# ---- design 1 ----
design_1/congestion.png
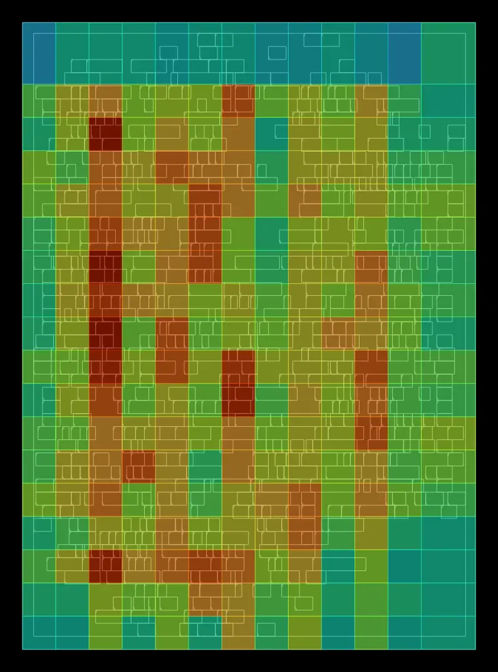
design_1/cell_density.png
The die is cut into 9 by 13 equal tiles; white is low, dark blue is high, 0 to 100% covered.
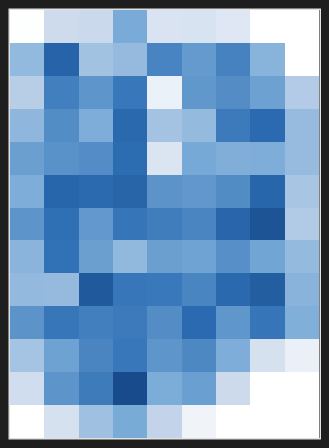
<file path="config.mk">
export PLATFORM = sky130hd
export DESIGN_NAME = dram_access_seq
export DESIGN_NICKNAME = d
export VERILOG_FILES = /design/src/rtl/dram_access_pkg.sv /design/src/rtl/load_extend.sv /design/src/rtl/dram_access_seq.sv
export SDC_FILE = /design/constraint.sdc
export NUM_CORES = 1
export LEC_CHECK = 0
export CAP_MARGIN = 30
export CORE_ASPECT_RATIO = 1.4
export CORE_MARGIN = 2
export CORE_UTILIZATION = 40
export CTS_CLUSTER_SIZE = 16
export DETAILED_ROUTE_END_ITERATION = 8
export PLACE_DENSITY = 0.66
export REMOVE_ABC_BUFFERS = 1
export SYNTH_ARGS = -nofsm -noshare
export SYNTH_HDL_FRONTEND = slang
export SYNTH_HIERARCHICAL = 1
export SYNTH_SLANG_ARGS = --single-unit
</file>
<file path="constraint.sdc">
create_clock -name clk -period 2.24 [get_ports clk]
set_clock_uncertainty 0.15 [all_clocks]
set_input_delay 0.336 -clock clk [delete_from_list [all_inputs] [get_ports clk]]
set_output_delay 0.336 -clock clk [all_outputs]
set_load 0.005 [all_outputs]
</file>
<file path="src/rtl/dram_access_pkg.sv">
// Shared types and helpers for the byte-serial DRAM access sequencer.
package dram_access_pkg;

    localparam logic [1:0] SZ_BYTE = 2'b00;
    localparam logic [1:0] SZ_HALF = 2'b01;
    localparam logic [1:0] SZ_WORD = 2'b10;

    typedef enum logic [1:0] {
        IDLE = 2'b00,
        XFER = 2'b01,
        RESP = 2'b10
    } state_t;

    function automatic logic [2:0] beat_count(input logic [1:0] size);
        case (size)
            SZ_BYTE: beat_count = 3'd1;
            SZ_HALF: beat_count = 3'd2;
            default: beat_count = 3'd4;
        endcase
    endfunction

    // Illegal size, or an address not aligned to the access size.
    function automatic logic is_bad_req(input logic [1:0] size, input logic [1:0] addr_lo);
        case (size)
            SZ_BYTE: is_bad_req = 1'b0;
            SZ_HALF: is_bad_req = addr_lo[0];
            SZ_WORD: is_bad_req = |addr_lo;
            default: is_bad_req = 1'b1;
        endcase
    endfunction

endpackage

</file>
<file path="src/rtl/load_extend.sv">
// Sign/zero extension of a right-justified load value to 32 bits.
module load_extend
    import dram_access_pkg::*;
(
    input  logic [31:0] acc,
    input  logic [1:0]  size,
    input  logic        is_signed,
    output logic [31:0] data
);

    always_comb begin
        case (size)
            SZ_BYTE: data = {{24{is_signed & acc[7]}}, acc[7:0]};
            SZ_HALF: data = {{16{is_signed & acc[15]}}, acc[15:0]};
            default: data = acc;
        endcase
    end

endmodule

</file>
<file path="src/rtl/dram_access_seq.sv">
// Splits one byte/half/word load or store into big-endian byte beats on a
// byte-wide DRAM port and returns a one-cycle response.
module dram_access_seq
    import dram_access_pkg::*;
#(
    parameter int ADDR_WIDTH = 10
) (
    input  logic                  clk,
    input  logic                  rst,
    input  logic                  req_valid,
    output logic                  req_ready,
    input  logic                  req_write,
    input  logic [1:0]            req_size,
    input  logic                  req_signed,
    input  logic [ADDR_WIDTH-1:0] req_addr,
    input  logic [31:0]           req_wdata,
    output logic                  resp_valid,
    output logic [31:0]           resp_rdata,
    output logic                  resp_error,
    output logic [ADDR_WIDTH-1:0] mem_addr,
    output logic [7:0]            mem_wdata,
    output logic                  mem_we,
    input  logic [7:0]            mem_rdata
);

    state_t      state, state_nx;
    logic        write_q, signed_q, err_q;
    logic [1:0]  size_q;
    logic [1:0]  beat;
    logic [31:0] acc;
    logic [23:0] wshift;
    logic [31:0] wdata_al;
    logic [31:0] ext_data;
    logic        req_bad;
    logic        last_beat;

    assign req_bad   = is_bad_req(req_size, req_addr[1:0]);
    assign last_beat = ({1'b0, beat} == (beat_count(size_q) - 3'd1));

    // Left-justify store data so the access's most significant byte sits in [31:24].
    always_comb begin
        case (req_size)
            SZ_BYTE: wdata_al = {req_wdata[7:0], 24'h0};
            SZ_HALF: wdata_al = {req_wdata[15:0], 16'h0};
            default: wdata_al = req_wdata;
        endcase
    end

    always_ff @(posedge clk) begin
        if (rst) state <= IDLE;
        else     state <= state_nx;
    end

    always_comb begin
        state_nx   = state;
        req_ready  = 1'b0;
        resp_valid = 1'b0;
        resp_error = 1'b0;
        resp_rdata = 32'h0;
        case (state)
            IDLE: begin
                req_ready = 1'b1;
                if (req_valid) state_nx = req_bad ? RESP : XFER;
            end
            XFER: if (last_beat) state_nx = RESP;
            RESP: begin
                resp_valid = 1'b1;
                resp_error = err_q;
                if (!err_q && !write_q) resp_rdata = ext_data;
                state_nx = IDLE;
            end
            default: state_nx = IDLE;
        endcase
    end

    always_ff @(posedge clk) begin
        if (rst) begin
            write_q   <= 1'b0;
            signed_q  <= 1'b0;
            err_q     <= 1'b0;
            size_q    <= SZ_BYTE;
            beat      <= 2'd0;
            acc       <= 32'h0;
            wshift    <= 24'h0;
            mem_addr  <= '0;
            mem_wdata <= 8'h0;
            mem_we    <= 1'b0;
        end else begin
            case (state)
                IDLE: if (req_valid) begin
                    write_q  <= req_write;
                    signed_q <= req_signed;
                    size_q   <= req_size;
                    err_q    <= req_bad;
                    beat     <= 2'd0;
                    acc      <= 32'h0;
                    if (!req_bad) begin
                        mem_addr  <= req_addr;
                        mem_wdata <= wdata_al[31:24];
                        wshift    <= wdata_al[23:0];
                        mem_we    <= req_write;
                    end
                end
                XFER: begin
                    if (!write_q) acc <= {acc[23:0], mem_rdata};
                    if (last_beat) begin
                        mem_we <= 1'b0;
                    end else begin
                        beat      <= beat + 2'd1;
                        mem_addr  <= mem_addr + ADDR_WIDTH'(1);
                        mem_wdata <= wshift[23:16];
                        wshift    <= {wshift[15:0], 8'h0};
                    end
                end
                default: ;
            endcase
        end
    end

    load_extend u_ext (
        .acc       (acc),
        .size      (size_q),
        .is_signed (signed_q),
        .data      (ext_data)
    );

endmodule

</file>
==> flow_summary.yaml <==
# synthesis and place-and-route metrics
outcome:
  status: "finished clean"
floorplan:
  dieWidth_um: 94.06
  io-pin-count: 111
power_and_ir_drop:
  power_frac_comb_pct: 18.0
  p_sw_mw: 1.033
  worst_ir_drop_vdd_mv: 0.4049
  top_power_group: "sequential cells"
  power.internal_mw: 2.934
timing:
  timing_max_transition_violations_final: 0
  timing.final.hold_violations: 0
  setup_violations: 0
  finalSetupTns_ps: 0
hold_path:
  hold-path-endpoint: "wshift[5]$_SDFFE_PP0P_"
synth:
  synthCells: 557
  numSynthFlops: 84
  yosysWarningCount: 6
  netlist_top_cells_area: "dfxtp_1 (37%), a22oi_1 (5.6%), nand2_1 (5.3%)"
  synth.cellmix.adderShare_pct: 0.2755
  synth-edff-count: 0
  post_synth_and_or_nand_nor_area_fraction_pct: 24.16
  synth.distinct_cells: 55
  synth_seq_share_pct: 37.02
placement:
  dp_hpwl_mm: 8.734
drt:
  m1WireLength_mm: 5.430
  met2_wirelength_from_detailed_routing_mm: 6.440
  detailedRoute.firstPassIterationCount: 5
  drt-initial-drc-count: 269
job:
  log.warning_count: 25
grt:
  grt_overflow: 0
finish:
  synthesis_to_layout_area_growth_pct: 35.48
  comb-cell-share_pct: 40.77
  nonClockInverterCount: 6
  layout.area.comb_um2: 2509
  seq_area_um2: 1694
  layout.clock.cell_area_share_pct: 5.226
clock_tree:
  tritoncts: "yes"
  clk_latency_ps: 330
  path_clk_slew_ps: 70
setup_path:
  critPathSlowestCell: "dfxtp_4"
  worst-endpoint-arrival_ps: 1630
Notes on design_1/congestion.png above:
met3 usage in global routing: 4.099%
met1 global-route usage: 25.65%

Notes on design_1/cell_density.png above:
nearly empty tiles: 8.5%
fullest tile: 89%
mean over tiles: 49%
tiles over 75% full: 13%
emptiest ninth of the die: bottom right
total core area: 11,220 um^2
starting density of the core: 40.47%
Finished Core Util: 54.83%

==> through the flow <==
stage / cells / hold WS [ps]
floorplan: 492 / 252.2
global placement: 778 / 300.0
detailed placement: 779 / 306.9
CTS: 799 / 252.7
global route: 799 / 271.2
finish: 799 / 264.7
==> critical path: cells and delay by family (launching register included) <==
family	cells	cell delay, ps
compound gates	1	70
buf+inv	2	430
flops	1	390
mux	1	250
simple gates	1	150
==> flip-flops by register name (all words and copies together) (netlist names) <==
name       count
state          2
signed_q       1
wshift        24
mem_addr      10
size_q         2
acc           32
beat           2
write_q        1
mem_we         1
err_q          1
mem_wdata      8

# ---- design 2 ----
design_2/cell_density.png
The die is cut into 11 by 11 equal tiles; white is low, dark blue is high, 0 to 100% covered.
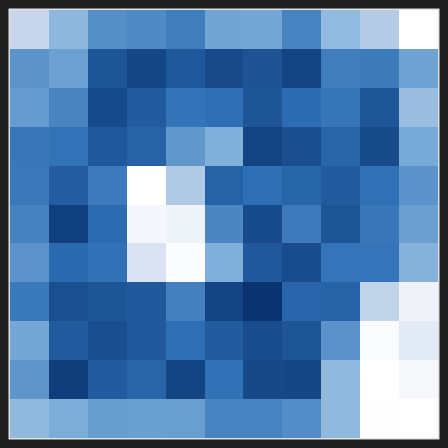
design_2/congestion.png
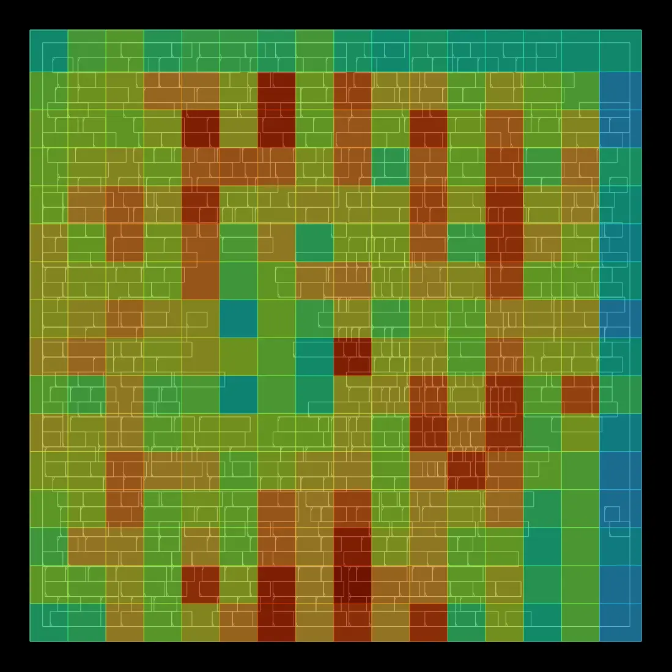
design_2/layer_met1.png
Supply wires on this layer in grey.
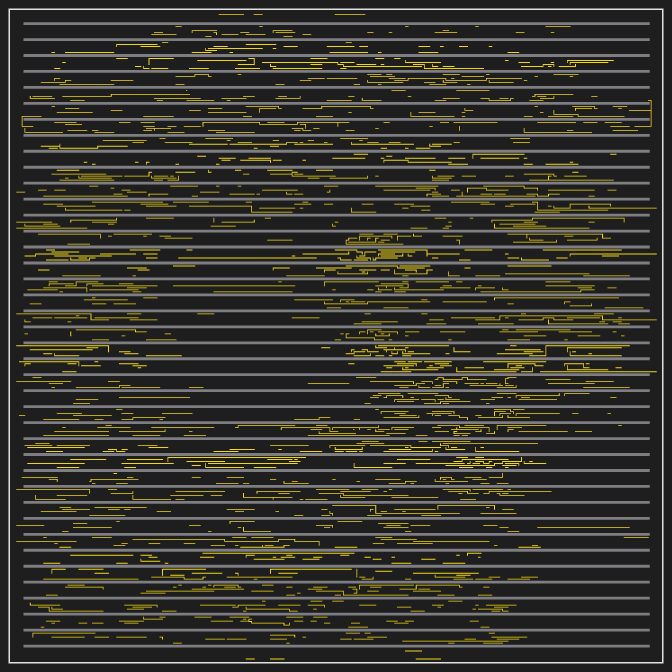
`config.mk`:
```
export PLATFORM = sky130hd
export DESIGN_NAME = xbar_row_sequencer
export DESIGN_NICKNAME = d
export VERILOG_FILES = /design/src/rtl/xbar_row_sequencer_pkg.sv /design/src/rtl/xbar_row_sequencer_row_counter.sv /design/src/rtl/xbar_row_sequencer.sv
export SDC_FILE = /design/constraint.sdc
export NUM_CORES = 1
export LEC_CHECK = 0
export CORE_MARGIN = 2
export CORE_UTILIZATION = 43
export DETAILED_ROUTE_END_ITERATION = 10
export PLACE_DENSITY = 0.87
export SLEW_MARGIN = 30
export SYNTH_ARGS = -nofsm -noshare
export SYNTH_HDL_FRONTEND = slang
export SYNTH_SLANG_ARGS = --single-unit
```
`constraint.sdc`:
```
create_clock -name clk -period 2.25 [get_ports clk]
set_clock_uncertainty 0.2 [all_clocks]
set_input_delay 0.45 -clock clk [delete_from_list [all_inputs] [get_ports clk]]
set_output_delay 0.45 -clock clk [all_outputs]
set_load 0.05 [all_outputs]
```
`src/rtl/xbar_row_sequencer_pkg.sv`:
```
//------------------------------------------------------------------------------
// xbar_row_sequencer_pkg : bus opcodes, FSM states and widths for the sequencer
// Revision: 1.0
//------------------------------------------------------------------------------
`default_nettype none

package xbar_row_sequencer_pkg;

  localparam int ROW_W  = 4;
  localparam int DATA_W = 64;

  // Forward-bus opcodes, shared with the after-module
  localparam logic [1:0] OP_SLEEP   = 2'b00;
  localparam logic [1:0] OP_WRITE   = 2'b01;
  localparam logic [1:0] OP_COMPUTE = 2'b10;
  localparam logic [1:0] OP_READ    = 2'b11;

  typedef enum logic [1:0] {
    ST_IDLE    = 2'd0,
    ST_COMPUTE = 2'd1,
    ST_DRAIN   = 2'd2,
    ST_ACCESS  = 2'd3
  } state_t;

endpackage

`default_nettype wire

```
`src/rtl/xbar_row_sequencer_row_counter.sv`:
```
//------------------------------------------------------------------------------
// xbar_row_counter : phase/row stepper for COMPUTE jobs with terminal flag
// Revision: 1.0
//------------------------------------------------------------------------------
`default_nettype none

module xbar_row_counter
  import xbar_row_sequencer_pkg::*;
#(
  parameter int ROW_CYCLES = 3
) (
  input  logic             clk,
  input  logic             rst_n,
  input  logic             clr,
  input  logic             run,
  input  logic [ROW_W-1:0] last_row,
  output logic [ROW_W-1:0] row,
  output logic             job_end
);

  localparam int PH_W = (ROW_CYCLES > 1) ? $clog2(ROW_CYCLES) : 1;

  logic [PH_W-1:0]  r_phase;
  logic [ROW_W-1:0] r_row;
  logic             w_phase_wrap;

  assign w_phase_wrap = (r_phase == PH_W'(ROW_CYCLES - 1));
  assign job_end      = run && w_phase_wrap && (r_row == last_row);
  assign row          = r_row;

  // Row stops on last_row, so it can never wrap past the top index
  always_ff @(posedge clk or negedge rst_n) begin
    if (!rst_n) begin
      r_phase <= '0;
      r_row   <= '0;
    end else if (clr) begin
      r_phase <= '0;
      r_row   <= '0;
    end else if (run) begin
      if (w_phase_wrap) begin
        r_phase <= '0;
        if (r_row != last_row) r_row <= r_row + 1'b1;
      end else begin
        r_phase <= r_phase + 1'b1;
      end
    end
  end

endmodule

`default_nettype wire

```
`src/rtl/xbar_row_sequencer.sv`:
```
//------------------------------------------------------------------------------
// xbar_row_sequencer : command FSM driving the crossbar forward bus row by row
// Revision: 1.0
//------------------------------------------------------------------------------
`default_nettype none

module xbar_row_sequencer
  import xbar_row_sequencer_pkg::*;
#(
  parameter int ROW_CYCLES    = 3,
  parameter int DRAIN_CYCLES  = 2,
  parameter int ACCESS_CYCLES = 2
) (
  input  logic              clk,
  input  logic              rst_n,
  input  logic              flush,
  input  logic              cmd_valid,
  output logic              cmd_ready,
  input  logic [1:0]        cmd_op,
  input  logic [7:0]        cmd_id,
  input  logic [11:0]       cmd_address,
  input  logic [1:0]        cmd_xbar_address,
  input  logic [DATA_W-1:0] cmd_data_c,
  input  logic              cmd_data_w,
  input  logic [3:0]        cmd_threshold,
  input  logic [ROW_W-1:0]  cmd_last_row,
  output logic [1:0]        fwd_control,
  output logic [ROW_W-1:0]  fwd_row,
  output logic [7:0]        fwd_id,
  output logic [11:0]       fwd_address,
  output logic [1:0]        fwd_xbar_address,
  output logic [DATA_W-1:0] fwd_data_c,
  output logic              fwd_data_w,
  output logic [3:0]        fwd_sigmoid_threshold,
  output logic              busy,
  output logic              done,
  output logic [7:0]        done_id
);

  localparam int CNT_W = 8;

  state_t           r_state, w_state_next;
  logic [CNT_W-1:0] r_cnt;
  logic [1:0]       r_op;
  logic [ROW_W-1:0] r_last_row;
  logic             r_done;
  logic [7:0]       r_done_id;
  logic             w_accept, w_done_set, w_job_end;

  assign w_accept = cmd_valid && (r_state == ST_IDLE) && !flush;

  xbar_row_counter #(
    .ROW_CYCLES (ROW_CYCLES)
  ) u_row_counter (
    .clk      (clk),
    .rst_n    (rst_n),
    .clr      (flush || w_accept),
    .run      (r_state == ST_COMPUTE),
    .last_row (r_last_row),
    .row      (fwd_row),
    .job_end  (w_job_end)
  );

  always_ff @(posedge clk or negedge rst_n) begin
    if (!rst_n) r_state <= ST_IDLE;
    else        r_state <= w_state_next;
  end

  always_comb begin
    w_state_next = r_state;
    w_done_set   = 1'b0;
    cmd_ready    = 1'b0;
    busy         = 1'b1;
    fwd_control  = OP_SLEEP;
    case (r_state)
      ST_IDLE: begin
        cmd_ready = 1'b1;
        busy      = 1'b0;
        if (w_accept) begin
          if (cmd_op == OP_COMPUTE)                           w_state_next = ST_COMPUTE;
          else if (cmd_op == OP_WRITE || cmd_op == OP_READ)   w_state_next = ST_ACCESS;
        end
      end
      ST_COMPUTE: begin
        fwd_control = OP_COMPUTE;
        if (w_job_end) w_state_next = ST_DRAIN;
      end
      ST_DRAIN: begin
        if (r_cnt == CNT_W'(DRAIN_CYCLES - 1)) begin
          w_state_next = ST_IDLE;
          w_done_set   = 1'b1;
        end
      end
      ST_ACCESS: begin
        fwd_control = r_op;
        if (r_cnt == CNT_W'(ACCESS_CYCLES - 1)) begin
          w_state_next = ST_IDLE;
          w_done_set   = 1'b1;
        end
      end
      default: w_state_next = ST_IDLE;
    endcase
    // Abort wins over every transition, including a same-cycle accept
    if (flush) begin
      w_state_next = ST_IDLE;
      w_done_set   = 1'b0;
    end
  end

  // Hold counter restarts on every state change so each state counts from zero
  always_ff @(posedge clk or negedge rst_n) begin
    if (!rst_n) begin
      r_cnt <= '0;
    end else if (flush || (w_state_next != r_state)) begin
      r_cnt <= '0;
    end else if (r_state == ST_DRAIN || r_state == ST_ACCESS) begin
      r_cnt <= r_cnt + 1'b1;
    end
  end

  always_ff @(posedge clk or negedge rst_n) begin
    if (!rst_n) begin
      r_op                  <= OP_SLEEP;
      r_last_row            <= '0;
      fwd_id                <= '0;
      fwd_address           <= '0;
      fwd_xbar_address      <= '0;
      fwd_data_c            <= '0;
      fwd_data_w            <= 1'b0;
      fwd_sigmoid_threshold <= '0;
    end else if (w_accept) begin
      r_op                  <= cmd_op;
      r_last_row            <= cmd_last_row;
      fwd_id                <= cmd_id;
      fwd_address           <= cmd_address;
      fwd_xbar_address      <= cmd_xbar_address;
      fwd_data_c            <= cmd_data_c;
      fwd_data_w            <= cmd_data_w;
      fwd_sigmoid_threshold <= cmd_threshold;
    end
  end

  always_ff @(posedge clk or negedge rst_n) begin
    if (!rst_n) begin
      r_done    <= 1'b0;
      r_done_id <= '0;
    end else begin
      r_done <= w_done_set;
      if (w_done_set) r_done_id <= fwd_id;
    end
  end

  assign done    = r_done;
  assign done_id = r_done_id;

endmodule

`default_nettype wire

```
==> flow_summary.yaml <==
# synthesis and place-and-route metrics
outcome:
  status: "finished clean"
grt:
  grt_start_max_net_pins: 38
  first_pass_grt_wire_length_mm: 20.56
timing:
  setup_repair_after_global_routing_missed_its_margin: "false"
  max_freq_mhz: 451.7
  finalSetupTns_ps: 0
setup_path:
  worstPathCellList: "clkdlybuf4s50_1"
  cp-endpoint: "fwd_address[2]"
  worst_reg2reg_endpoint: "done_id[0]$_DFFE_PN0P_"
synth:
  synth.distinct_cells: 39
  numSynthFlops: 122
  synth.cellmix.adderShare_pct: 0.7608
finish:
  nonClockInverterCount: 6
  largest_registers_in_the_final_layout: "fwd_data_c: 64 flops, fwd_address: 12 flops"
  final-instance-count-excl-fill: 718
  seq_area_um2: 3054
power_and_ir_drop:
  top_power_group: "combinational logic"
  power_clock_mw: 2.62
  p_sw_mw: 3.194
clock_tree:
  tritoncts: "yes"
  path_clk_slew_ps: 50
job:
  log.warning_count: 27
## Picture notes: design_2/cell_density.png
mean over tiles: 63%
fullest tile: 99%
emptiest ninth of the die: bottom right
Finished Core Util: 70.65%
starting density of the core: 43.58%
total core area: 11,320 um^2

## Picture notes: design_2/congestion.png
met3 usage in global routing: 8.037%
average wire per cell in the routed design: 17.48 um

## Picture notes: design_2/layer_met1.png
wire length on this layer: 4,510 um
share of all routed wire: 36%
total wire length: 12.55 mm
met1 global-route usage: 21.76%
Via Count: 3,557

-- synthesized netlist by cell type (all sizes together) (2+ instances only) --
master and count:
ha 3, or2 3, a21oi 8, or3 2
o211ai 2, mux2i 3, nor2 10, o21ai 5
inv 6, xor2 3, xnor2 7, clkbuf 2
buf 12, nor3b 2, mux2 104, nand2 9
nand3 3, nand4 5, a22oi 2, nor3 6
dfrtp 122, nor2b 2
-- metal layers --
layer	wire length, um	GRT usage (%)
met5	0	0
met4	355	10.70
met3	911	8.037
met2	6776	38.57
met1	4507	21.76

# ---- design 3 ----
design_3/layer_met1.png
Supply wires on this layer in grey.
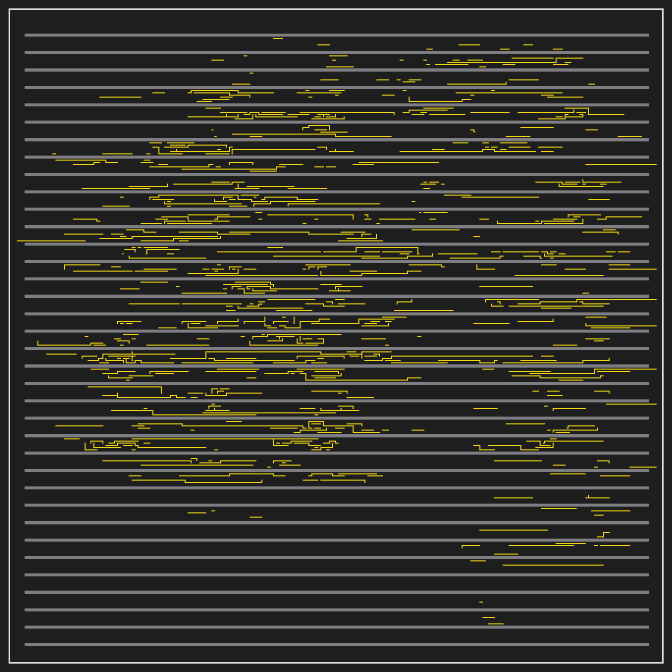
design_3/io_fan.png
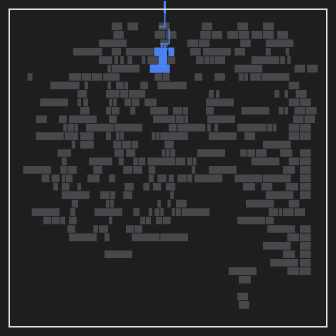
**config.mk**
```make
export PLATFORM = sky130hd
export DESIGN_NAME = serial_port_scheduler
export DESIGN_NICKNAME = d
export VERILOG_FILES = /design/src/rtl/serial_port_scheduler.sv
export SDC_FILE = /design/constraint.sdc
export NUM_CORES = 1
export LEC_CHECK = 0
export CAP_MARGIN = 25
export CORE_MARGIN = 2
export CORE_UTILIZATION = 23
export CTS_BUF_LIST = sky130_fd_sc_hd__clkbuf_16
export DETAILED_ROUTE_END_ITERATION = 8
export PLACE_DENSITY = 0.47
export SYNTH_ARGS = -nofsm -noshare
export SYNTH_HDL_FRONTEND = slang
export SYNTH_SLANG_ARGS = --single-unit
```
**constraint.sdc**
```tcl
create_clock -name clk -period 2.2 [get_ports clk]
set_input_delay 0.44 -clock clk [delete_from_list [all_inputs] [get_ports clk]]
set_output_delay 0.44 -clock clk [all_outputs]
set_load 0.05 [all_outputs]
```
**src/rtl/serial_port_scheduler.sv**
```systemverilog
// serial_port_scheduler: round-robin arbiter for two byte requesters onto one
// serial transmitter with timer-enforced frame spacing, plus a receive hold
// register with valid/ack handshake and sticky overrun flag.
//
// Handshakes: reqN is held with stable dataN until a one-cycle ackN pulse;
// rx_valid stays high until rx_ack is seen in a cycle with no new byte.
module serial_port_scheduler #(
    parameter int CLKS_PER_BIT = 5208,
    parameter int FRAME_BITS   = 10,
    parameter int START_LEN    = 1
) (
    input  logic       clk,
    input  logic       reset,
    input  logic       req0,
    input  logic [7:0] data0,
    output logic       ack0,
    input  logic       req1,
    input  logic [7:0] data1,
    output logic       ack1,
    output logic       start_send,
    output logic [7:0] tx_data,
    output logic       tx_busy,
    input  logic       rx_finished,
    input  logic [7:0] rx_data,
    output logic [7:0] rx_byte,
    output logic       rx_valid,
    input  logic       rx_ack,
    output logic       rx_overrun,
    output logic [1:0] dbg_state
);

    localparam int FRAME = CLKS_PER_BIT * FRAME_BITS;
    localparam int CW    = $clog2(FRAME + 1);

    localparam logic [CW-1:0] START_LEN_C = CW'(START_LEN);
    localparam logic [CW-1:0] FRAME_C     = CW'(FRAME);
    localparam logic [CW-1:0] CNT_ONE     = CW'(1);

    typedef enum logic [1:0] {
        S_IDLE = 2'd0,
        S_SEND = 2'd1,
        S_WAIT = 2'd2
    } state_t;

    state_t        r_state;
    logic [CW-1:0] r_cnt;
    logic          r_rr_last;
    logic          r_rx_fin_prev;

    logic          w_any_req;
    logic          w_grant;
    logic          w_rx_rise;

    assign w_any_req = req0 | req1;
    // With both requesting, the one not served last wins; otherwise the lone requester.
    assign w_grant   = (req0 & req1) ? ~r_rr_last : req1;
    assign w_rx_rise = rx_finished & ~r_rx_fin_prev;
    assign dbg_state = r_state;

    // Transmit sequencer: grant, hold the start strobe, then time out the rest of the frame.
    always_ff @(posedge clk or negedge reset) begin
        if (!reset) begin
            r_state    <= S_IDLE;
            r_cnt      <= '0;
            r_rr_last  <= 1'b1;
            ack0       <= 1'b0;
            ack1       <= 1'b0;
            start_send <= 1'b0;
            tx_busy    <= 1'b0;
            tx_data    <= 8'h00;
        end else begin
            case (r_state)
                S_IDLE: begin
                    if (w_any_req) begin
                        tx_data    <= w_grant ? data1 : data0;
                        ack0       <= ~w_grant;
                        ack1       <= w_grant;
                        start_send <= 1'b1;
                        tx_busy    <= 1'b1;
                        r_rr_last  <= w_grant;
                        r_cnt      <= CNT_ONE;
                        r_state    <= S_SEND;
                    end
                end
                S_SEND: begin
                    ack0  <= 1'b0;
                    ack1  <= 1'b0;
                    r_cnt <= r_cnt + CNT_ONE;
                    if (r_cnt >= START_LEN_C) begin
                        start_send <= 1'b0;
                        r_state    <= S_WAIT;
                    end
                end
                S_WAIT: begin
                    ack0 <= 1'b0;
                    ack1 <= 1'b0;
                    // The frame timer stands in for the transmitter's missing busy output.
                    if (r_cnt >= FRAME_C) begin
                        tx_busy <= 1'b0;
                        r_cnt   <= '0;
                        r_state <= S_IDLE;
                    end else begin
                        r_cnt <= r_cnt + CNT_ONE;
                    end
                end
                default: begin
                    r_state <= S_IDLE;
                end
            endcase
        end
    end

    // Receive capture: load on the rising edge of rx_finished, flag overwrites of unconsumed bytes.
    always_ff @(posedge clk or negedge reset) begin
        if (!reset) begin
            r_rx_fin_prev <= 1'b1;
            rx_byte       <= 8'h00;
            rx_valid      <= 1'b0;
            rx_overrun    <= 1'b0;
        end else begin
            r_rx_fin_prev <= rx_finished;
            if (w_rx_rise) begin
                rx_byte  <= rx_data;
                rx_valid <= 1'b1;
                if (rx_valid && !rx_ack) begin
                    rx_overrun <= 1'b1;
                end
            end else if (rx_ack) begin
                rx_valid <= 1'b0;
            end
        end
    end

endmodule

```
==> flow_summary.yaml <==
# synthesis and place-and-route metrics
drt:
  ant_nets: 0
  met2_wirelength_from_detailed_routing_mm: 2.262
  detailedRoute.firstPassIterationCount: 4
  post_drt_wl_per_cell_um: 12.65
  detail_route.drc_violations: 0
  dr_wl_met3_um: 274
  m1WireLength_mm: 2.565
  drt-initial-drc-count: 36
  vias_per_cell: 4.404
finish:
  final_common_cell: "clkdlybuf4s50_1"
  top_register: "r_cnt"
  finish.utilization_pct: 33.71
  comb-cell-share_pct: 34.31
  nonClockInverterCount: 6
  seq_area_um2: 1056
  num-nonclk-buffers: 71
  layout-drive-gt1-share_pct: 17.56
  layout.comb_gates.multi_input: 152
synth:
  numSynthFlops: 42
  synth_async_sr_flop_share_pct: 100.0
  ys_area_um2: 2202
  syn-mean-instance-area_um2: 10.54
  yosysTopAreaCellShare_pct: 45.45
  post_synth_instance_area_um2: 2202
power_and_ir_drop:
  clock_power_share_pct: 19.6
  power_combinational_mw: 1.92
  power_clock_mw: 0.728
setup_path:
  worst-endpoint-arrival_ps: 2260
  critPathRequiredTime_ps: 2370
  timing.critical_path.to_type: "flip-flop"
  critPathSlowestCell: "dfrtp_2"
  worstPathCellList: "inv_1 -> ha_2 -> or3b_4 -> and3_4 -> a21oi_4 -> buf_12 -> nor3_1 -> a211o_1"
  reg2regPathDepth: 8
  cp-endpoint: "r_cnt[7]$_DFFE_PN0P_"
  worstSetupStartpoint: "dbg_state[0]$_DFFE_PN0P_"
  crit_cells: 8
outcome:
  status: "finished clean"
timing:
  timing_max_transition_violations_final: 0
  max_freq_mhz: 479.1
  period_needed_ps: 2087
  setup_repair_after_global_routing_missed_its_margin: "false"
  setup_violations: 0
clock_tree:
  tritoncts: "yes"
  cts.root.buffer_cell: "clkbuf_16"
  maximum_number_of_buffers_from_clock_root_to_sink: 2
grt:
  first_pass_grt_wire_length_mm: 8.362
  grt_overflow: 0
  global_route.peak_usage_layer: "met2"
  globalRouteMet3Util_pct: 2.941
  number_of_global_route_vias_before_repair: 1748
floorplan:
  well_tap_count: 129
  placement_rows: 35
placement:
  dp_hpwl_mm: 3.751
  placed_cell_area_um2: 2984
hold_path:
  min-delay-path-class: "input port to async pin"
## Picture notes: design_3/layer_met1.png
share of all routed wire: 50%
longest straight run: 29.0 um
wire length on this layer: 2,570 um
nets with wire on the layer: 261
main direction: horizontal
total wire length: 5.160 mm
met1 global-route usage: 14.07%
Via Count: 1,797

## Picture notes: design_3/io_fan.png
| colour | port | bits | direction | edge | end cells | buffers | wire |
|---|---|---|---|---|---|---|---|
| blue | req1 | 1 | input | top | 5 | 2 | 33.8 um |
I/O Pins: 54
Port Buffer Count: 53

-- kinds of logic (layout without fill, tap and decap cells) --
family                   Yosys count  count (layout)  synth area share [%]
flip-flops                        42              42                 47.84
buffers and inverters             15              85                 3.523
AND/OR/NAND/NOR                   75              75                 19.32
AND-OR/OR-AND                     47              47                 14.60
adder cells (fa/ha/maj)            7               7                 3.977
multiplexers                      19              19                 9.148
XOR/XNOR                           4               4                 1.591


## Gallery

Cells coloured by class.
Scale bar: 20 um. Fill, decap, tap and diode cells in grey.
picture 1
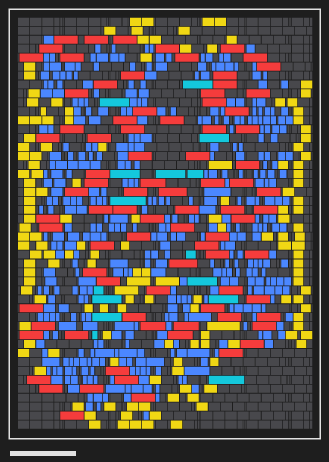
picture 2
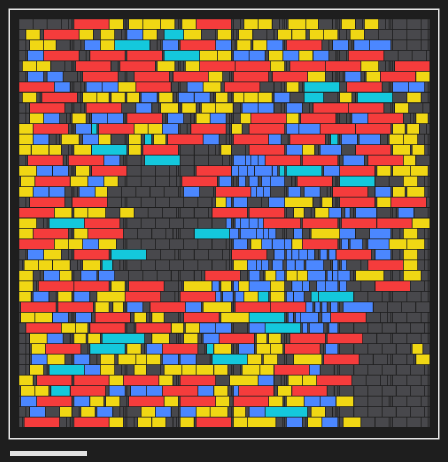
picture 3
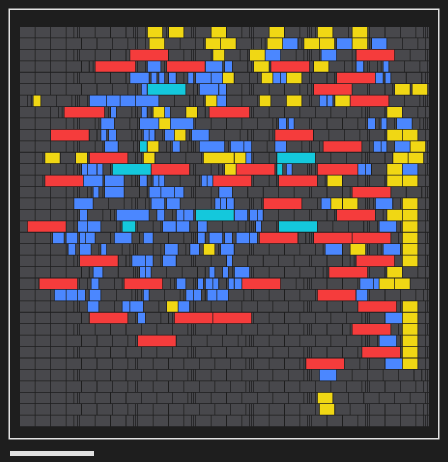
- lowest utilization: picture 3
- highest utilization: picture 2
| picture | from |
|---|---|
| picture 2 | design 2 |
| picture 1 | design 1 |
| picture 3 | design 3 |

Key to picture 3:
| colour | class | cells | share of their area |
|---|---|---|---|
| blue | combinational and other logic | 158 | 37% |
| red | flops | 42 | 36% |
| cyan | clock drivers and dummy loads | 8 | 4.8% |
| yellow | other buffers and delay cells | 71 | 23% |

